# ---- cpu_irq_sched_flat ----
Fig. 1: cpu_irq_sched_flat, metal layers overlaid
Only two layers are drawn.
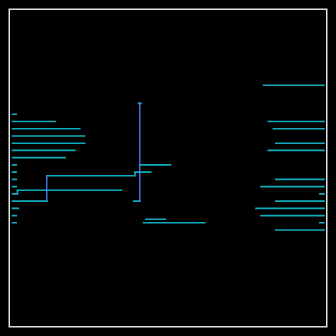

<file path="config.mk">
export PLATFORM = sky130hd
export DESIGN_NAME = cpu_irq_sched_flat
export DESIGN_NICKNAME = d
export VERILOG_FILES = /design/src/rtl/cpu_irq_sched_if.sv /design/src/rtl/cpu_irq_sched.sv /design/src/flat_wrapper.sv
export SDC_FILE = /design/constraint.sdc
export NUM_CORES = 1
export LEC_CHECK = 0
export CAP_MARGIN = 25
export CORE_MARGIN = 8
export CORE_UTILIZATION = 43
export CTS_BUF_LIST = sky130_fd_sc_hd__clkbuf_16
export DETAILED_ROUTE_END_ITERATION = 10
export HOLD_SLACK_MARGIN = 0.05
export PLACE_DENSITY = 0.92
export SYNTH_ARGS = -nofsm -noshare
export SYNTH_HDL_FRONTEND = slang
export SYNTH_SLANG_ARGS = --single-unit
</file>
<file path="constraint.sdc">
create_clock -name clk_i -period 3 [get_ports clk_i]
set_input_delay 0.45 -clock clk_i [delete_from_list [all_inputs] [get_ports clk_i]]
set_output_delay 0.45 -clock clk_i [all_outputs]
set_load 0.1 [all_outputs]
</file>
<file path="src/rtl/cpu_irq_sched_if.sv">
// cpu_irq_sched_if: CPU <-> interrupt scheduler signal bundle
interface cpu_irq_sched_if #(
    parameter int N_SRC  = 4,
    parameter int ID_W   = $clog2(N_SRC),
    parameter int ADDR_W = 10
);
    logic [N_SRC-1:0]  irq_in;
    logic              mask_we;
    logic [N_SRC-1:0]  mask_wdata;
    logic              int_ack;
    logic              reti;
    logic              int_req;
    logic [ADDR_W-1:0] int_vec;
    logic [ID_W-1:0]   int_id;
    logic              int_active;
    logic [N_SRC-1:0]  pending;
    logic [N_SRC-1:0]  mask;

    modport master (
        output irq_in, mask_we, mask_wdata, int_ack, reti,
        input  int_req, int_vec, int_id, int_active, pending, mask
    );

    modport slave (
        input  irq_in, mask_we, mask_wdata, int_ack, reti,
        output int_req, int_vec, int_id, int_active, pending, mask
    );
endinterface

</file>
<file path="src/rtl/cpu_irq_sched.sv">
// cpu_irq_sched: edge-triggered, fixed-priority, non-nesting interrupt scheduler
module cpu_irq_sched #(
    parameter int                 N_SRC      = 4,
    parameter int                 ID_W       = $clog2(N_SRC),
    parameter int                 ADDR_W     = 10,
    parameter logic [ADDR_W-1:0]  VEC_BASE   = 10'h3F0,
    parameter int                 VEC_STRIDE = 4
) (
    input logic            clk_i,
    input logic            rst_ni,
    cpu_irq_sched_if.slave bus
);
    typedef enum logic [1:0] {IDLE, REQ, SERV} state_t;

    state_t           state_q;
    logic [N_SRC-1:0] irq_q, pend_q, pend_d, mask_q, mask_d, rise, clr, elig;
    logic [ID_W-1:0]  id_q, sel_id;
    logic             req_q, act_q;

    // Rising edges set pending; an ack clears the in-service bit unless it re-rises
    always_comb begin
        rise   = bus.irq_in & ~irq_q;
        clr    = (state_q == REQ && bus.int_ack) ? (N_SRC'(1) << id_q) : '0;
        pend_d = (pend_q & ~clr) | rise;
        mask_d = bus.mask_we ? bus.mask_wdata : mask_q;
        elig   = pend_q & mask_q;
    end

    // Lowest-index eligible source wins
    always_comb begin
        sel_id = '0;
        for (int i = N_SRC - 1; i >= 0; i--)
            if (elig[i]) sel_id = ID_W'(i);
    end

    // Edge-detect, pending and mask registers
    always_ff @(posedge clk_i or negedge rst_ni) begin
        if (!rst_ni) begin
            irq_q  <= '0;
            pend_q <= '0;
            mask_q <= '0;
        end else begin
            irq_q  <= bus.irq_in;
            pend_q <= pend_d;
            mask_q <= mask_d;
        end
    end

    // Request/service FSM with registered int_req, int_active and int_id
    always_ff @(posedge clk_i or negedge rst_ni) begin
        if (!rst_ni) begin
            state_q <= IDLE;
            req_q   <= 1'b0;
            act_q   <= 1'b0;
            id_q    <= '0;
        end else begin
            case (state_q)
                IDLE: if (elig != '0) begin
                    state_q <= REQ;
                    req_q   <= 1'b1;
                    id_q    <= sel_id;
                end
                REQ: if (bus.int_ack) begin
                    state_q <= SERV;
                    req_q   <= 1'b0;
                    act_q   <= 1'b1;
                end else if (!mask_q[id_q]) begin
                    state_q <= IDLE;
                    req_q   <= 1'b0;
                end
                SERV: if (bus.reti) begin
                    state_q <= IDLE;
                    act_q   <= 1'b0;
                end
                default: begin
                    state_q <= IDLE;
                    req_q   <= 1'b0;
                    act_q   <= 1'b0;
                end
            endcase
        end
    end

    assign bus.int_req    = req_q;
    assign bus.int_active = act_q;
    assign bus.int_id     = id_q;
    assign bus.int_vec    = VEC_BASE + ADDR_W'(id_q) * ADDR_W'(VEC_STRIDE);
    assign bus.pending    = pend_q;
    assign bus.mask       = mask_q;
endmodule
</file>
<file path="src/flat_wrapper.sv">
// flat-port wrapper written by rule: the top's interface ports become plain ports
module cpu_irq_sched_flat 
#(
    parameter int                 N_SRC      = 4,
    parameter int                 ID_W       = $clog2(N_SRC),
    parameter int                 ADDR_W     = 10,
    parameter logic [ADDR_W-1:0]  VEC_BASE   = 10'h3F0,
    parameter int                 VEC_STRIDE = 4
)
  (clk_i, rst_ni, bus_irq_in, bus_mask_we, bus_mask_wdata, bus_int_ack, bus_reti, bus_int_req, bus_int_vec, bus_int_id, bus_int_active, bus_pending, bus_mask);
  cpu_irq_sched_if #(.N_SRC(N_SRC), .ID_W(ID_W), .ADDR_W(ADDR_W)) bus_i ();
  input logic clk_i;
  input logic rst_ni;
  input wire logic [$bits(bus_i.irq_in)-1:0] bus_irq_in;
  input wire logic [$bits(bus_i.mask_we)-1:0] bus_mask_we;
  input wire logic [$bits(bus_i.mask_wdata)-1:0] bus_mask_wdata;
  input wire logic [$bits(bus_i.int_ack)-1:0] bus_int_ack;
  input wire logic [$bits(bus_i.reti)-1:0] bus_reti;
  output wire logic [$bits(bus_i.int_req)-1:0] bus_int_req;
  output wire logic [$bits(bus_i.int_vec)-1:0] bus_int_vec;
  output wire logic [$bits(bus_i.int_id)-1:0] bus_int_id;
  output wire logic [$bits(bus_i.int_active)-1:0] bus_int_active;
  output wire logic [$bits(bus_i.pending)-1:0] bus_pending;
  output wire logic [$bits(bus_i.mask)-1:0] bus_mask;
  assign bus_i.irq_in = bus_irq_in;
  assign bus_i.mask_we = bus_mask_we;
  assign bus_i.mask_wdata = bus_mask_wdata;
  assign bus_i.int_ack = bus_int_ack;
  assign bus_i.reti = bus_reti;
  assign bus_int_req = bus_i.int_req;
  assign bus_int_vec = bus_i.int_vec;
  assign bus_int_id = bus_i.int_id;
  assign bus_int_active = bus_i.int_active;
  assign bus_pending = bus_i.pending;
  assign bus_mask = bus_i.mask;
  cpu_irq_sched #(.N_SRC(N_SRC), .ID_W(ID_W), .ADDR_W(ADDR_W), .VEC_BASE(VEC_BASE), .VEC_STRIDE(VEC_STRIDE)) u_core (.clk_i(clk_i), .rst_ni(rst_ni), .bus(bus_i));
endmodule
</file>
# ---- data_writestream ----
==> config.mk <==
export PLATFORM = sky130hd
export DESIGN_NAME = data_writestream
export DESIGN_NICKNAME = d
export VERILOG_FILES = /design/src/rtl/data_stream_pkg.sv /design/src/rtl/ws_idle_timer.sv /design/src/rtl/data_writestream.sv
export SDC_FILE = /design/constraint.sdc
export NUM_CORES = 1
export LEC_CHECK = 0
export ABC_AREA = 0
export ABC_CLOCK_PERIOD_IN_PS = 2900
export CORE_AREA = 2 2 82 84
export DETAILED_ROUTE_END_ITERATION = 16
export DIE_AREA = 0 0 84 86
export PLACE_DENSITY = 0.66
export REMOVE_ABC_BUFFERS = 1
export SLEW_MARGIN = 15
export SYNTH_ARGS = -nofsm -noshare
export SYNTH_HDL_FRONTEND = slang
export SYNTH_SLANG_ARGS = --single-unit
==> constraint.sdc <==
create_clock -name clk -period 2.9 [get_ports clk]
set_input_delay 0.435 -clock clk [delete_from_list [all_inputs] [get_ports clk]]
set_output_delay 0.435 -clock clk [all_outputs]
set_load 0.02 [all_outputs]
==> src/rtl/data_stream_pkg.sv <==
`default_nettype none
// ============================================================================
// Module      : data_stream_pkg
// Description : Shared state encodings, constants and byte-order helper for
//               the UART<->SDRAM read/write stream controllers.
// Revision    : 1.0 - initial release
// ============================================================================
package data_stream_pkg;

    typedef enum logic [1:0] {
        S_LOW  = 2'd0,
        S_HIGH = 2'd1,
        S_DONE = 2'd2
    } ws_state_e;

    localparam int         c_DATA_CNT_DEFAULT = 1024;
    localparam logic [7:0] c_PAD_BYTE         = 8'h00;

    // First byte on the wire lands in the upper half of the word.
    function automatic logic [15:0] pack_word(input logic [7:0] first_byte,
                                              input logic [7:0] second_byte);
        return {first_byte, second_byte};
    endfunction

endpackage
`default_nettype wire

==> src/rtl/ws_idle_timer.sv <==
`default_nettype none
// ============================================================================
// Module      : ws_idle_timer
// Description : Idle-cycle counter; pulses flush after TIMEOUT_CNT enabled
//               cycles without a clear.
// Revision    : 1.0 - initial release
// ============================================================================
module ws_idle_timer #(
    parameter int TIMEOUT_CNT = 50000
) (
    input  logic clk,
    input  logic rst_n,
    input  logic enable,
    input  logic clear,
    output logic flush
);

    localparam int c_CNT_W = $clog2(TIMEOUT_CNT + 1);
    localparam logic [c_CNT_W-1:0] c_LAST = c_CNT_W'(TIMEOUT_CNT - 1);

    logic [c_CNT_W-1:0] r_idle;

    assign flush = enable && !clear && (r_idle == c_LAST);

    always_ff @(posedge clk or negedge rst_n) begin
        if (!rst_n) begin
            r_idle <= '0;
        end else if (!enable || clear || flush) begin
            r_idle <= '0;
        end else begin
            r_idle <= r_idle + 1'b1;
        end
    end

endmodule
`default_nettype wire

==> src/rtl/data_writestream.sv <==
`default_nettype none
// ============================================================================
// Module      : data_writestream
// Description : Packs UART byte pairs into 16-bit words and strobes them into
//               the SDRAM write FIFO until DATA_CNT words are stored.
//               Optional idle flush of a half word: WRITESTREAM_TIMEOUT_EN.
// Revision    : 1.0 - initial release
// ============================================================================
module data_writestream
    import data_stream_pkg::*;
#(
    parameter int DATA_CNT    = c_DATA_CNT_DEFAULT,
    parameter int CNT_W       = 23,
    parameter int TIMEOUT_CNT = 50000
) (
    input  logic             clk,
    input  logic             rst_n,
    input  logic             rxd_flag,
    input  logic [7:0]       rxd_data,
    input  logic             wr_full,
    input  logic             stream_clr,
    output logic             sys_wr,
    output logic [15:0]      sys_data_in,
    output logic [CNT_W-1:0] word_cnt,
    output logic             write_done,
    output logic             overflow
);

    localparam logic [CNT_W-1:0] c_LAST_WORD = CNT_W'(DATA_CNT - 1);

    ws_state_e        r_state;
    ws_state_e        w_state_nxt;
    logic [7:0]       r_byte;
    logic             r_sys_wr;
    logic [15:0]      r_data;
    logic [CNT_W-1:0] r_cnt;
    logic             r_overflow;
    logic             w_load_byte;
    logic             w_complete;
    logic             w_write;
    logic [7:0]       w_second;
    logic             w_flush;

`ifdef WRITESTREAM_TIMEOUT_EN
    ws_idle_timer #(
        .TIMEOUT_CNT(TIMEOUT_CNT)
    ) u_idle_timer (
        .clk    (clk),
        .rst_n  (rst_n),
        .enable (r_state == S_HIGH),
        .clear  (rxd_flag || stream_clr),
        .flush  (w_flush)
    );
`else
    logic w_unused_timeout;
    assign w_unused_timeout = TIMEOUT_CNT[0];
    assign w_flush          = 1'b0;
`endif

    always_ff @(posedge clk or negedge rst_n) begin
        if (!rst_n) begin
            r_state <= S_LOW;
        end else begin
            r_state <= w_state_nxt;
        end
    end

    always_comb begin
        w_state_nxt = r_state;
        w_load_byte = 1'b0;
        w_complete  = 1'b0;
        w_second    = rxd_data;
        case (r_state)
            S_LOW: begin
                if (rxd_flag) begin
                    w_load_byte = 1'b1;
                    w_state_nxt = S_HIGH;
                end
            end
            S_HIGH: begin
                if (rxd_flag) begin
                    w_complete = 1'b1;
                end else if (w_flush) begin
                    w_complete = 1'b1;
                    w_second   = c_PAD_BYTE;
                end
                if (w_complete) begin
                    // A dropped word does not count towards the stream length.
                    w_state_nxt = (!wr_full && (r_cnt == c_LAST_WORD)) ? S_DONE : S_LOW;
                end
            end
            S_DONE:  w_state_nxt = S_DONE;
            default: w_state_nxt = S_LOW;
        endcase
        if (stream_clr) begin
            w_state_nxt = S_LOW;
            w_load_byte = 1'b0;
            w_complete  = 1'b0;
        end
    end

    assign w_write = w_complete && !wr_full;

    always_ff @(posedge clk or negedge rst_n) begin
        if (!rst_n) begin
            r_byte     <= 8'h00;
            r_sys_wr   <= 1'b0;
            r_data     <= 16'h0000;
            r_cnt      <= '0;
            r_overflow <= 1'b0;
        end else begin
            r_sys_wr <= w_write;
            if (stream_clr) begin
                r_byte <= 8'h00;
            end else if (w_load_byte) begin
                r_byte <= rxd_data;
            end
            if (w_write) begin
                r_data <= pack_word(r_byte, w_second);
            end
            if (stream_clr) begin
                r_cnt      <= '0;
                r_overflow <= 1'b0;
            end else begin
                if (w_write) begin
                    r_cnt <= r_cnt + 1'b1;
                end
                if (w_complete && wr_full) begin
                    r_overflow <= 1'b1;
                end
            end
        end
    end

    assign sys_wr      = r_sys_wr;
    assign sys_data_in = r_data;
    assign word_cnt    = r_cnt;
    assign write_done  = (r_state == S_DONE);
    assign overflow    = r_overflow;

endmodule
`default_nettype wire
# ---- debug_cmd_sched ----
<file path="config.mk">
export PLATFORM = sky130hd
export DESIGN_NAME = debug_cmd_sched
export DESIGN_NICKNAME = d
export VERILOG_FILES = /design/src/rtl/debug_cmd_sched_pkg.sv /design/src/rtl/debug_cmd_fifo.sv /design/src/rtl/debug_cmd_sched.sv
export SDC_FILE = /design/constraint.sdc
export NUM_CORES = 1
export LEC_CHECK = 0
export CORE_MARGIN = 2
export CORE_UTILIZATION = 30
export CTS_CLUSTER_SIZE = 30
export DETAILED_ROUTE_END_ITERATION = 8
export GPL_TIMING_DRIVEN = 1
export HOLD_SLACK_MARGIN = 0.1
export SLEW_MARGIN = 10
export SYNTH_ARGS = -nofsm -noshare
export SYNTH_HDL_FRONTEND = slang
export SYNTH_HIERARCHICAL = 1
export SYNTH_SLANG_ARGS = --single-unit
</file>
<file path="constraint.sdc">
create_clock -name clk -period 5.1 [get_ports clk]
set_input_delay 0.765 -clock clk [delete_from_list [all_inputs] [get_ports clk]]
set_output_delay 0.765 -clock clk [all_outputs]
set_load 0.005 [all_outputs]
</file>
<file path="src/rtl/debug_cmd_sched_pkg.sv">
// Shared types for the host debug command scheduler: command codes, the
// scheduler state encoding and the command legality check.
package debug_pkg;

  localparam int CMD_PKG_W = 4;

  typedef enum logic [CMD_PKG_W-1:0] {
    CMD_IDLE  = 4'd0,
    CMD_RUN   = 4'd1,
    CMD_STEPI = 4'd2,
    CMD_STEPC = 4'd3
  } cmd_e;

  typedef enum logic [1:0] {
    S_IDLE   = 2'd0,
    S_ISSUE  = 2'd1,
    S_WAIT   = 2'd2,
    S_EXITED = 2'd3
  } sched_state_e;

  // Takes a zero-extended code so callers with any CMD_W can share it.
  function automatic logic is_legal_cmd(input logic [31:0] code);
    return (code == 32'(CMD_RUN)) || (code == 32'(CMD_STEPI)) ||
           (code == 32'(CMD_STEPC));
  endfunction

endpackage

</file>
<file path="src/rtl/debug_cmd_fifo.sv">
// Synchronous command FIFO with occupancy count and a flush that empties it
// in one cycle. Pushes when full and pops when empty are ignored.
module debug_cmd_fifo #(
  parameter int DEPTH = 4,
  parameter int CMD_W = 4
) (
  input  logic                     clk,
  input  logic                     reset,
  input  logic                     push,
  input  logic                     pop,
  input  logic                     flush,
  input  logic [CMD_W-1:0]         wdata,
  output logic [CMD_W-1:0]         rdata,
  output logic                     full,
  output logic                     empty,
  output logic [$clog2(DEPTH):0]   count
);

  localparam int AW = $clog2(DEPTH);
  localparam logic [AW:0] FULL_CNT = (AW+1)'(DEPTH);

  logic [CMD_W-1:0] mem [DEPTH];
  logic [AW-1:0]    wr_ptr;
  logic [AW-1:0]    rd_ptr;
  logic             do_push;
  logic             do_pop;

  assign full    = (count == FULL_CNT);
  assign empty   = (count == '0);
  assign do_push = push && !full;
  assign do_pop  = pop && !empty;
  assign rdata   = mem[rd_ptr];

  // NOTE: storage has no reset; only pointers and count need defined values.
  always_ff @(posedge clk) begin
    if (do_push && !flush) begin
      mem[wr_ptr] <= wdata;
    end
  end

  always_ff @(posedge clk or posedge reset) begin
    if (reset) begin
      wr_ptr <= '0;
      rd_ptr <= '0;
      count  <= '0;
    end else if (flush) begin
      wr_ptr <= '0;
      rd_ptr <= '0;
      count  <= '0;
    end else begin
      // Power-of-two depth lets the pointers wrap naturally.
      if (do_push) wr_ptr <= wr_ptr + AW'(1);
      if (do_pop)  rd_ptr <= rd_ptr + AW'(1);
      case ({do_push, do_pop})
        2'b10:   count <= count + (AW+1)'(1);
        2'b01:   count <= count - (AW+1)'(1);
        default: count <= count;
      endcase
    end
  end

endmodule

</file>
<file path="src/rtl/debug_cmd_sched.sv">
// Host-side debug command scheduler: queues host commands and issues them one
// at a time to the harness. Watchdog enabled by DEBUG_CMD_SCHED_TIMEOUT_EN.
module debug_cmd_sched
  import debug_pkg::*;
#(
  parameter int DEPTH          = 4,
  parameter int CMD_W          = 4,
  parameter int TIMEOUT_CYCLES = 1024
) (
  input  logic                   clk,
  input  logic                   reset,
  input  logic                   host_cmd_valid,
  input  logic [CMD_W-1:0]       host_cmd,
  output logic                   host_cmd_ready,
  input  logic                   err_clear,
  input  logic                   command_complete,
  input  logic                   exit_signal,
  output logic [CMD_W-1:0]       debug_cmd,
  output logic                   cmd_done,
  output logic [CMD_W-1:0]       cmd_done_code,
  output logic                   busy,
  output logic [$clog2(DEPTH):0] fifo_count,
  output logic                   illegal_err,
  output logic                   timeout_err,
  output logic                   exited
);

  if (DEPTH < 2 || (DEPTH & (DEPTH - 1)) != 0) begin : g_bad_depth
    $error("debug_cmd_sched: DEPTH must be a power of two >= 2");
  end
  if (TIMEOUT_CYCLES < 2) begin : g_bad_timeout
    $error("debug_cmd_sched: TIMEOUT_CYCLES must be >= 2");
  end

  sched_state_e     state;
  logic [CMD_W-1:0] cur_cmd;
  logic [CMD_W-1:0] fifo_head;
  logic             fifo_full;
  logic             fifo_empty;
  logic             push;
  logic             pop;
  logic             flush;
  logic             head_legal;
  logic             timer_expired;

  assign host_cmd_ready = !fifo_full && (state != S_EXITED);
  assign push           = host_cmd_valid && host_cmd_ready;
  assign pop            = (state == S_IDLE) && !fifo_empty && !exit_signal;
  // Flushing on the exit cycle itself makes count read 0 as exited rises.
  assign flush          = exit_signal || (state == S_EXITED);
  assign head_legal     = is_legal_cmd(32'(fifo_head));
  assign busy           = (state != S_IDLE) || !fifo_empty;
  assign exited         = (state == S_EXITED);

  debug_cmd_fifo #(
    .DEPTH (DEPTH),
    .CMD_W (CMD_W)
  ) u_fifo (
    .clk   (clk),
    .reset (reset),
    .push  (push),
    .pop   (pop),
    .flush (flush),
    .wdata (host_cmd),
    .rdata (fifo_head),
    .full  (fifo_full),
    .empty (fifo_empty),
    .count (fifo_count)
  );

`ifdef DEBUG_CMD_SCHED_TIMEOUT_EN
  localparam int TW = $clog2(TIMEOUT_CYCLES);

  logic [TW-1:0] timer;

  assign timer_expired = (timer == TW'(TIMEOUT_CYCLES - 1));

  always_ff @(posedge clk or posedge reset) begin
    if (reset) begin
      timer       <= '0;
      timeout_err <= 1'b0;
    end else begin
      if (state == S_ISSUE) begin
        timer <= '0;
      end else if (state == S_WAIT) begin
        timer <= timer + TW'(1);
      end
      // Completion and exit both outrank the watchdog.
      if (state == S_WAIT && !command_complete && !exit_signal && timer_expired) begin
        timeout_err <= 1'b1;
      end else if (err_clear) begin
        timeout_err <= 1'b0;
      end
    end
  end
`else
  assign timer_expired = 1'b0;
  assign timeout_err   = 1'b0;
`endif

  always_ff @(posedge clk or posedge reset) begin
    if (reset) begin
      state         <= S_IDLE;
      cur_cmd       <= '0;
      debug_cmd     <= '0;
      cmd_done      <= 1'b0;
      cmd_done_code <= '0;
      illegal_err   <= 1'b0;
    end else begin
      // NOTE: non-blocking defaults here are overridden by later assignments
      // in the case below, which turns debug_cmd and cmd_done into pulses.
      debug_cmd <= '0;
      cmd_done  <= 1'b0;
      if (err_clear) illegal_err <= 1'b0;

      case (state)
        S_IDLE: begin
          if (exit_signal) begin
            state <= S_EXITED;
          end else if (!fifo_empty) begin
            cur_cmd <= fifo_head;
            if (head_legal) begin
              debug_cmd <= fifo_head;
              state     <= S_ISSUE;
            end else begin
              illegal_err   <= 1'b1;
              cmd_done      <= 1'b1;
              cmd_done_code <= fifo_head;
            end
          end
        end
        S_ISSUE: begin
          state <= exit_signal ? S_EXITED : S_WAIT;
        end
        S_WAIT: begin
          if (command_complete) begin
            cmd_done      <= 1'b1;
            cmd_done_code <= cur_cmd;
            state         <= exit_signal ? S_EXITED : S_IDLE;
          end else if (exit_signal) begin
            state <= S_EXITED;
          end else if (timer_expired) begin
            cmd_done      <= 1'b1;
            cmd_done_code <= cur_cmd;
            state         <= S_IDLE;
          end
        end
        S_EXITED: state <= S_EXITED;
        default:  state <= S_IDLE;
      endcase
    end
  end

endmodule
</file>
Fig. 2: cpu_irq_sched_flat, metal 1
Bar = 20 microns. Supply wires on this layer in gray. Cells faint in the background.
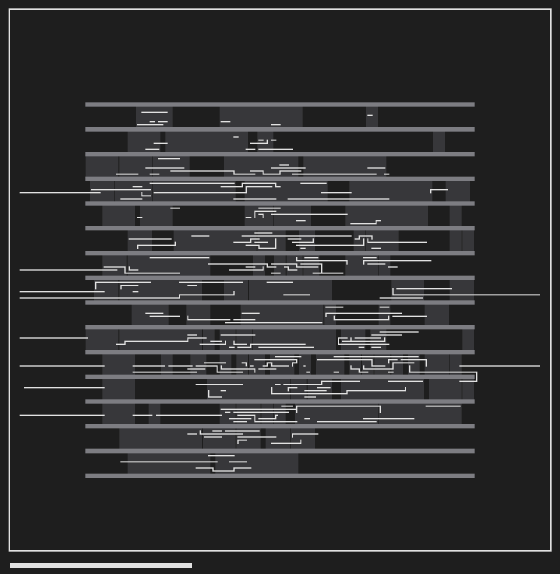
The layer holds 41% of the routed length. The wires run mostly horizontal. 89 nets have wire on it. The layer carries 757 microns of wire.
GR Util met1: 12.6%
via count: 617
Routed Wire Length: 1.85 mm

Notes on Fig. 1 above:
Key: cyan = metal 3 [wire length 261 microns]; blue = metal 4 [wire length 23.1 microns]
total track usage: 11.0%
Routed WL per cell: 14.9 microns

==> GITHUB_STEP_SUMMARY, cpu_irq_sched_flat <==
### Metrics collected by this job

| Metric | Value |
|---|---|
| Top cell class by occupied area | `flip-flops and latches` |
| R2R Setup Slk | `between 1 and 1.5 ns` |
| Critical R2R Launch | `u_core.bus.int_id[1]` |
| Final setup viols | `0` |
| Clock skew | `approximately 0.0018 ns` |
| Layout cells sized above 1 | `24.2%` |
| Top-level port count | `35` |
| Setup TNS | `0 ns` |
| Clk tree area frac | `6.90%` |
| Rows | `15` |
| Top-area cell share | `55.7%` |
| And+or+nand+nor area frac | `9.91%` |
| Status | `completed` |
| Tool warnings | `26` |
| Clock slew at reported path FFs | `0.05 ns` |
| Post-Syn Area | `approximately 800 sq um` |
| Max_cap viols | `0` |
| Most Crowded Layer GR | `met2` |
| Main area contributors | `dfrtp_1, buf_4, mux2_2` |
| CP arrival | `around 1.1 ns` |
| Ys cells | `roughly 74` |
| Sequential cell count | `18` |
| Initial antenna violation count | `0` |
| XOR-XNOR Cells, Area Fraction | `0%` |
| Post-route setup slack | `1.43 ns` |
| Fin crit share | `a little over half` |
| Top cell excl fill/tap | `dfrtp_1` |
| Via/cell ratio | `4.98` |
| Worst-case reg-to-reg path depth | `4` |
| Fillers | `about 150` |
| Slew headroom | `46.9%` |
| Core ar. | `1750 sq um` |
| RSZ-0062 raised after global routing | `no` |
| DR pass1 iterations | `4` |
| Fin. max-slew vios | `0` |
| Worst-path fanout max | `8` |
| Synth mux share | `9.75%` |
| Slew @ Worst Pin | `between 0.7 and 0.8 ns` |
==> cpu_irq_sched_flat: worst reg2reg max path, stage by stage (launching register included) <==
cell and delay, ns:
dfrtp_1 0.51, mux4_2 0.57, nand3_2 0.09, nand2_1 0.05, a21bo_1 0.19
==> cpu_irq_sched_flat: cells in the mapped netlist <==
| cell type | count |
|---|---|
| a21bo_1 | 1 |
| a21oi_1 | 4 |
| a22o_1 | 1 |
| a32oi_1 | 1 |
| and3b_1 | 1 |
| buf_4 | 10 |
| conb_1 | 2 |
| dfrtp_1 | 18 |
| inv_1 | 5 |
| mux2_2 | 5 |
| mux4_2 | 1 |
| nand2_1 | 10 |
| nand3_1 | 1 |
| nand3_2 | 1 |
| nand3b_1 | 1 |
| nor2_1 | 3 |
| o21ai_0 | 7 |
| o31ai_1 | 2 |
==> cpu_irq_sched_flat: state kept, by name, summed over array words and instances, names as in the netlist <==
name	count
u_core.bus.int_active	1
u_core.state_q	2
u_core.bus.pending	4
u_core.bus.int_req	1
u_core.bus.int_id	2
u_core.bus.mask	4
u_core.irq_q	4
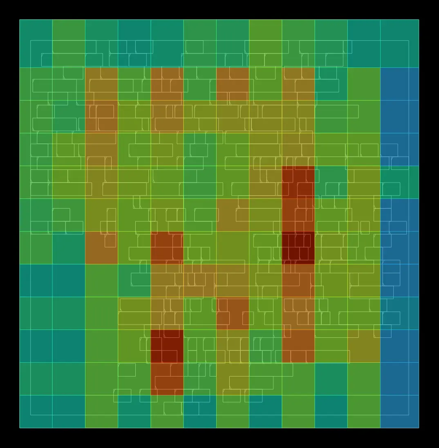
Fig. 3. Routing congestion map (data_writestream).
fin util: 49.0%
grt met3 use: 2.98%
Most Crowded Layer GR: met2
GR Util met1: 19.8%
total track usage: 14.4%

==> GITHUB_STEP_SUMMARY, data_writestream <==
### Metrics collected by this job

| Metric | Value |
|---|---|
| # diodes | `0` |
| TritonCTS buffer count | `5` |
| Worst path top cell family by delay | `simple AND/OR/NAND/NOR gates` |
| Clk_buf instances | `5` |
| Top-area cell share | `55.5%` |
| Fillers | `between 500 and 600` |
| Vias in the first global route | `roughly 1.8k` |
| Clock slew at reported path FFs | `roughly 0.09 ns` |
| Total global routing overflow | `0` |
| Via count | `1809` |
| Post-Syn Area | `2300 sq um` |
| Max stage delay on crit path | `0.52 ns` |
| Top cells excl fill/tap | `clkdlybuf4s50_1, dfrtp_1, nor2_1` |
| Layout cells sized above 1 | `about 15%` |
| Slew headroom | `70.3%` |
| Main area contributors | `dfrtp_1, mux2_2, mux2i_1` |
| Fin. max-slew vios | `0` |
| CTS Sinks | `51` |
| Buffering overhead | `19.4%` |
| DR pass1 iterations | `4` |
| Latency at later pin | `0.30 ns` |
| Adder share | `0.544%` |
| Status | `completed` |
| Slew @ Worst Pin | `around 0.45 ns` |
| Routed Wire Length | `5.04 mm` |
| CTS tree | `yes` |
| Hold Slack | `about 0.042 ns` |
| XOR-XNOR Cells, Area Fraction | `2.28%` |
| Crit path from | `wr_full` |
| Yosys top cell by instances | `dfrtp_1` |
| Crit path required time | `3.13 ns` |
| Cell taking the most area after synthesis | `dfrtp_1` |
| Critical R2R Launch | `r_state[1]` |
| Distinct lib cells | `38` |
| FFs w/ async S/R, synth | `100%` |
| Top cell excl fill/tap | `clkdlybuf4s50_1` |
| Sequential cell count | `about 51` |
==> data_writestream: through the flow <==
stage          area (sq um)  util, %  instances  setup slack, ns
6_report               3080     49.0        341            0.717
3_3_place_gp           2960     47.2        333            0.452
4_1_cts                3080     49.0        341            0.731
5_1_grt                3080     49.0        341            0.618
2_1_floorplan          2260        -        194            0.891
3_5_place_dp           2960     47.2        333            0.409
==> data_writestream: layer usage <==
| layer | routed length [microns] | part of all wire (%) | GRT usage, % | up-vias |
|---|---|---|---|---|
| met3 | 151 | 3.0 | 2.98 | 2 |
| met2 | 2360 | 47 | 23.1 | 29 |
| li1 | - | - | - | 880 |
| met1 | 2490 | 49 | 19.8 | 898 |
| met4 | 37 | 0.73 | 4.55 | 0 |
| met5 | 0 | 0 | 0 | - |
==> data_writestream: kinds of logic (layout without fill, tap and decap cells) <==
family | count (synthesis) | in the layout
AOI/OAI and AO/OA | 35 | 35
adders and majority gates | 1 | 1
and+or+nand+nor | 70 | 70
muxes | 25 | 25
DFF | 51 | 51
buffers and inverters | 14 | 76
xor gates and xnor gates | 6 | 6
==> data_writestream: state kept, by name, indices dropped and copies added, names as in the netlist <==
register,cells
overflow,1
r_byte,8
r_state,2
sys_data_in,16
sys_wr,1
word_cnt,23
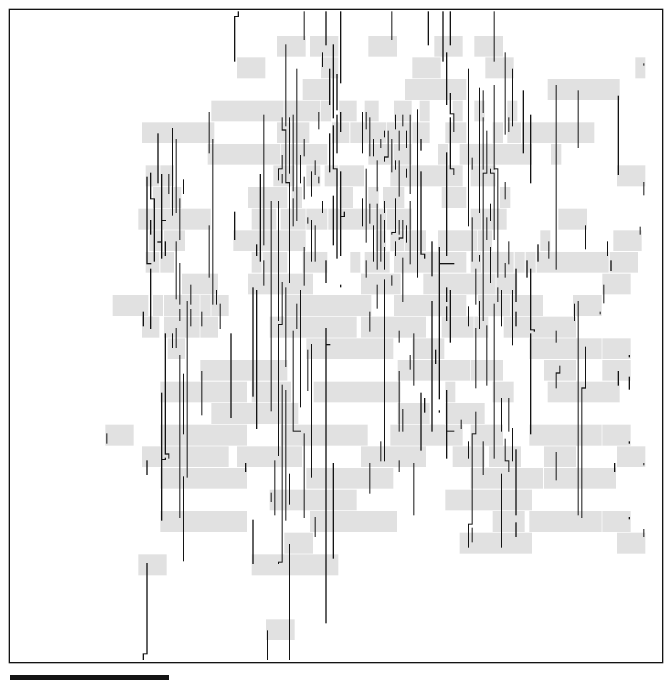
Fig. 4. Signal wires on met2 (debug_cmd_sched).
Bar = 20 microns. Cells faint in the background.
The layer holds 50% of the routed length. 158 nets have wire on it. The wires run mostly vertical. The longest straight run is 37.1 microns.
met2 GRT Util: 16.7%
via count: 1137
Routed Wire Length: 3.16 mm

==> GITHUB_STEP_SUMMARY, debug_cmd_sched <==
### Metrics collected by this job

| Metric | Value |
|---|---|
| YS chip area | `1830 sq um` |
| Top-level port count | `27` |
| Rows | `28` |
| Worst-case reg-to-reg path depth | `9` |
| Worst setup path category | `flop to primary output` |
| Most Crowded Layer GR | `met2` |
| Via/cell ratio | `4.70` |
| Hold_sp | `cur_cmd[1]` |
| Layout cells sized above 1 | `roughly a fifth` |
| Yosys top cell by instances | `dfrtp_1` |
| Status | `completed` |
| Number of flip-flops under the largest register name | `16` |
| Max_cap viols | `0` |
| Core ar. | `5920 sq um` |
| DR pass1 iterations | `4` |
| CP max stage cell | `dfrtp_1` |
| Critical R2R Launch | `u_fifo/count[0]` |
| Placed cell count | `between 200 and 250` |
| Hold Buf Count CTS | `0` |
| Top cell excl fill/tap | `clkdlybuf4s50_1` |
| Largest net degree at the start of global routing | `21` |
| Max Fclk | `0.352 GHz` |
| Seq/Total Area, Yosys | `57.7%` |
| Placed Area | `2150 sq um` |
| Slew headroom | `61.0%` |
| DR WL met3 | `162 microns` |
| GR Util met1 | `between 10 and 15%` |
| Post-Syn Area | `~1800 sq um` |
| Htree depth | `2` |
| CTS Sinks | `39` |
[debug_cmd_sched: worst max-delay path, delay by kind of cell (launching register included)]
family / cells / cell delay [ns]
DFF: 1 / 0.54
and+or+nand+nor: 3 / 0.79
buffers and inverters: 1 / 0.46
[debug_cmd_sched: layout make-up]
class,instances,area (sq um),area share [%]
sequential,39,1060,46.6
tap,75,93.8,4.14
clock buffer,5,68.8,3.03
multi-input combinational,83,703,31.0
timing repair buffer,26,258,11.4
inverter,11,41.3,1.82
clock inverter,3,47.5,2.10
[debug_cmd_sched: cell families (layout without fill, tap and decap cells)]
family | count (synthesis) | in the layout | synth area share [%]
flops | 39 | 39 | 57.7
mux | 16 | 16 | 12.3
other cells | 1 | 3 | 0.205
xor+xnor | 3 | 3 | 1.44
fa+ha+maj | 5 | 5 | 3.83
buf+inv | 18 | 45 | 4.24
compound gates | 22 | 22 | 8.48
simple gates | 34 | 34 | 11.8


==> gallery <==
Cell sizes after repair.
Bar = 20 microns.
(a)
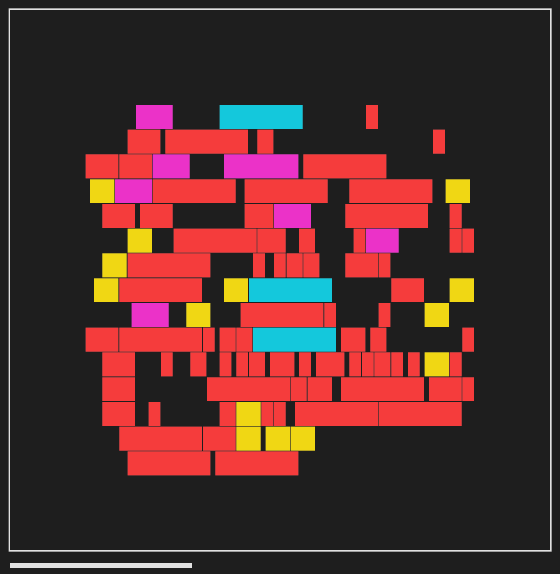
(b)
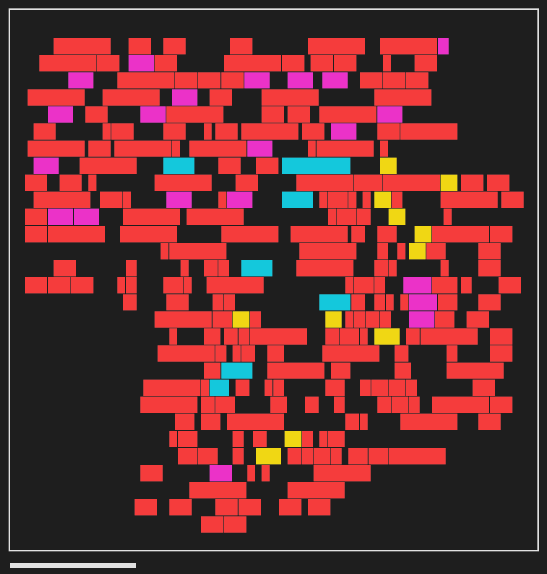
(c)
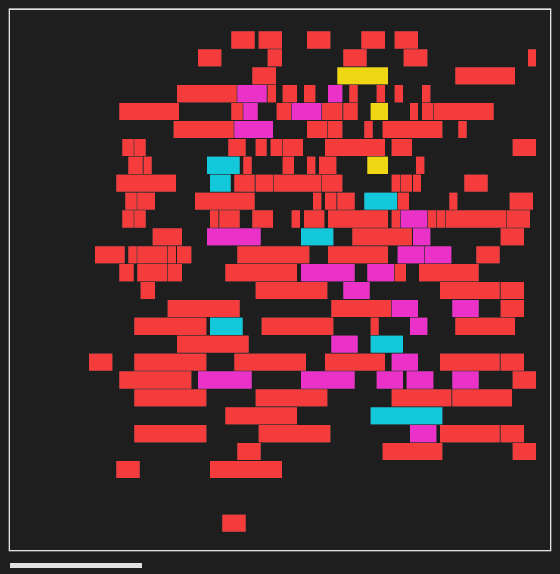
(a) is cpu_irq_sched_flat.
(c) is debug_cmd_sched.
(b) is data_writestream.
- fewest cells: (a)
- most cells: (b)

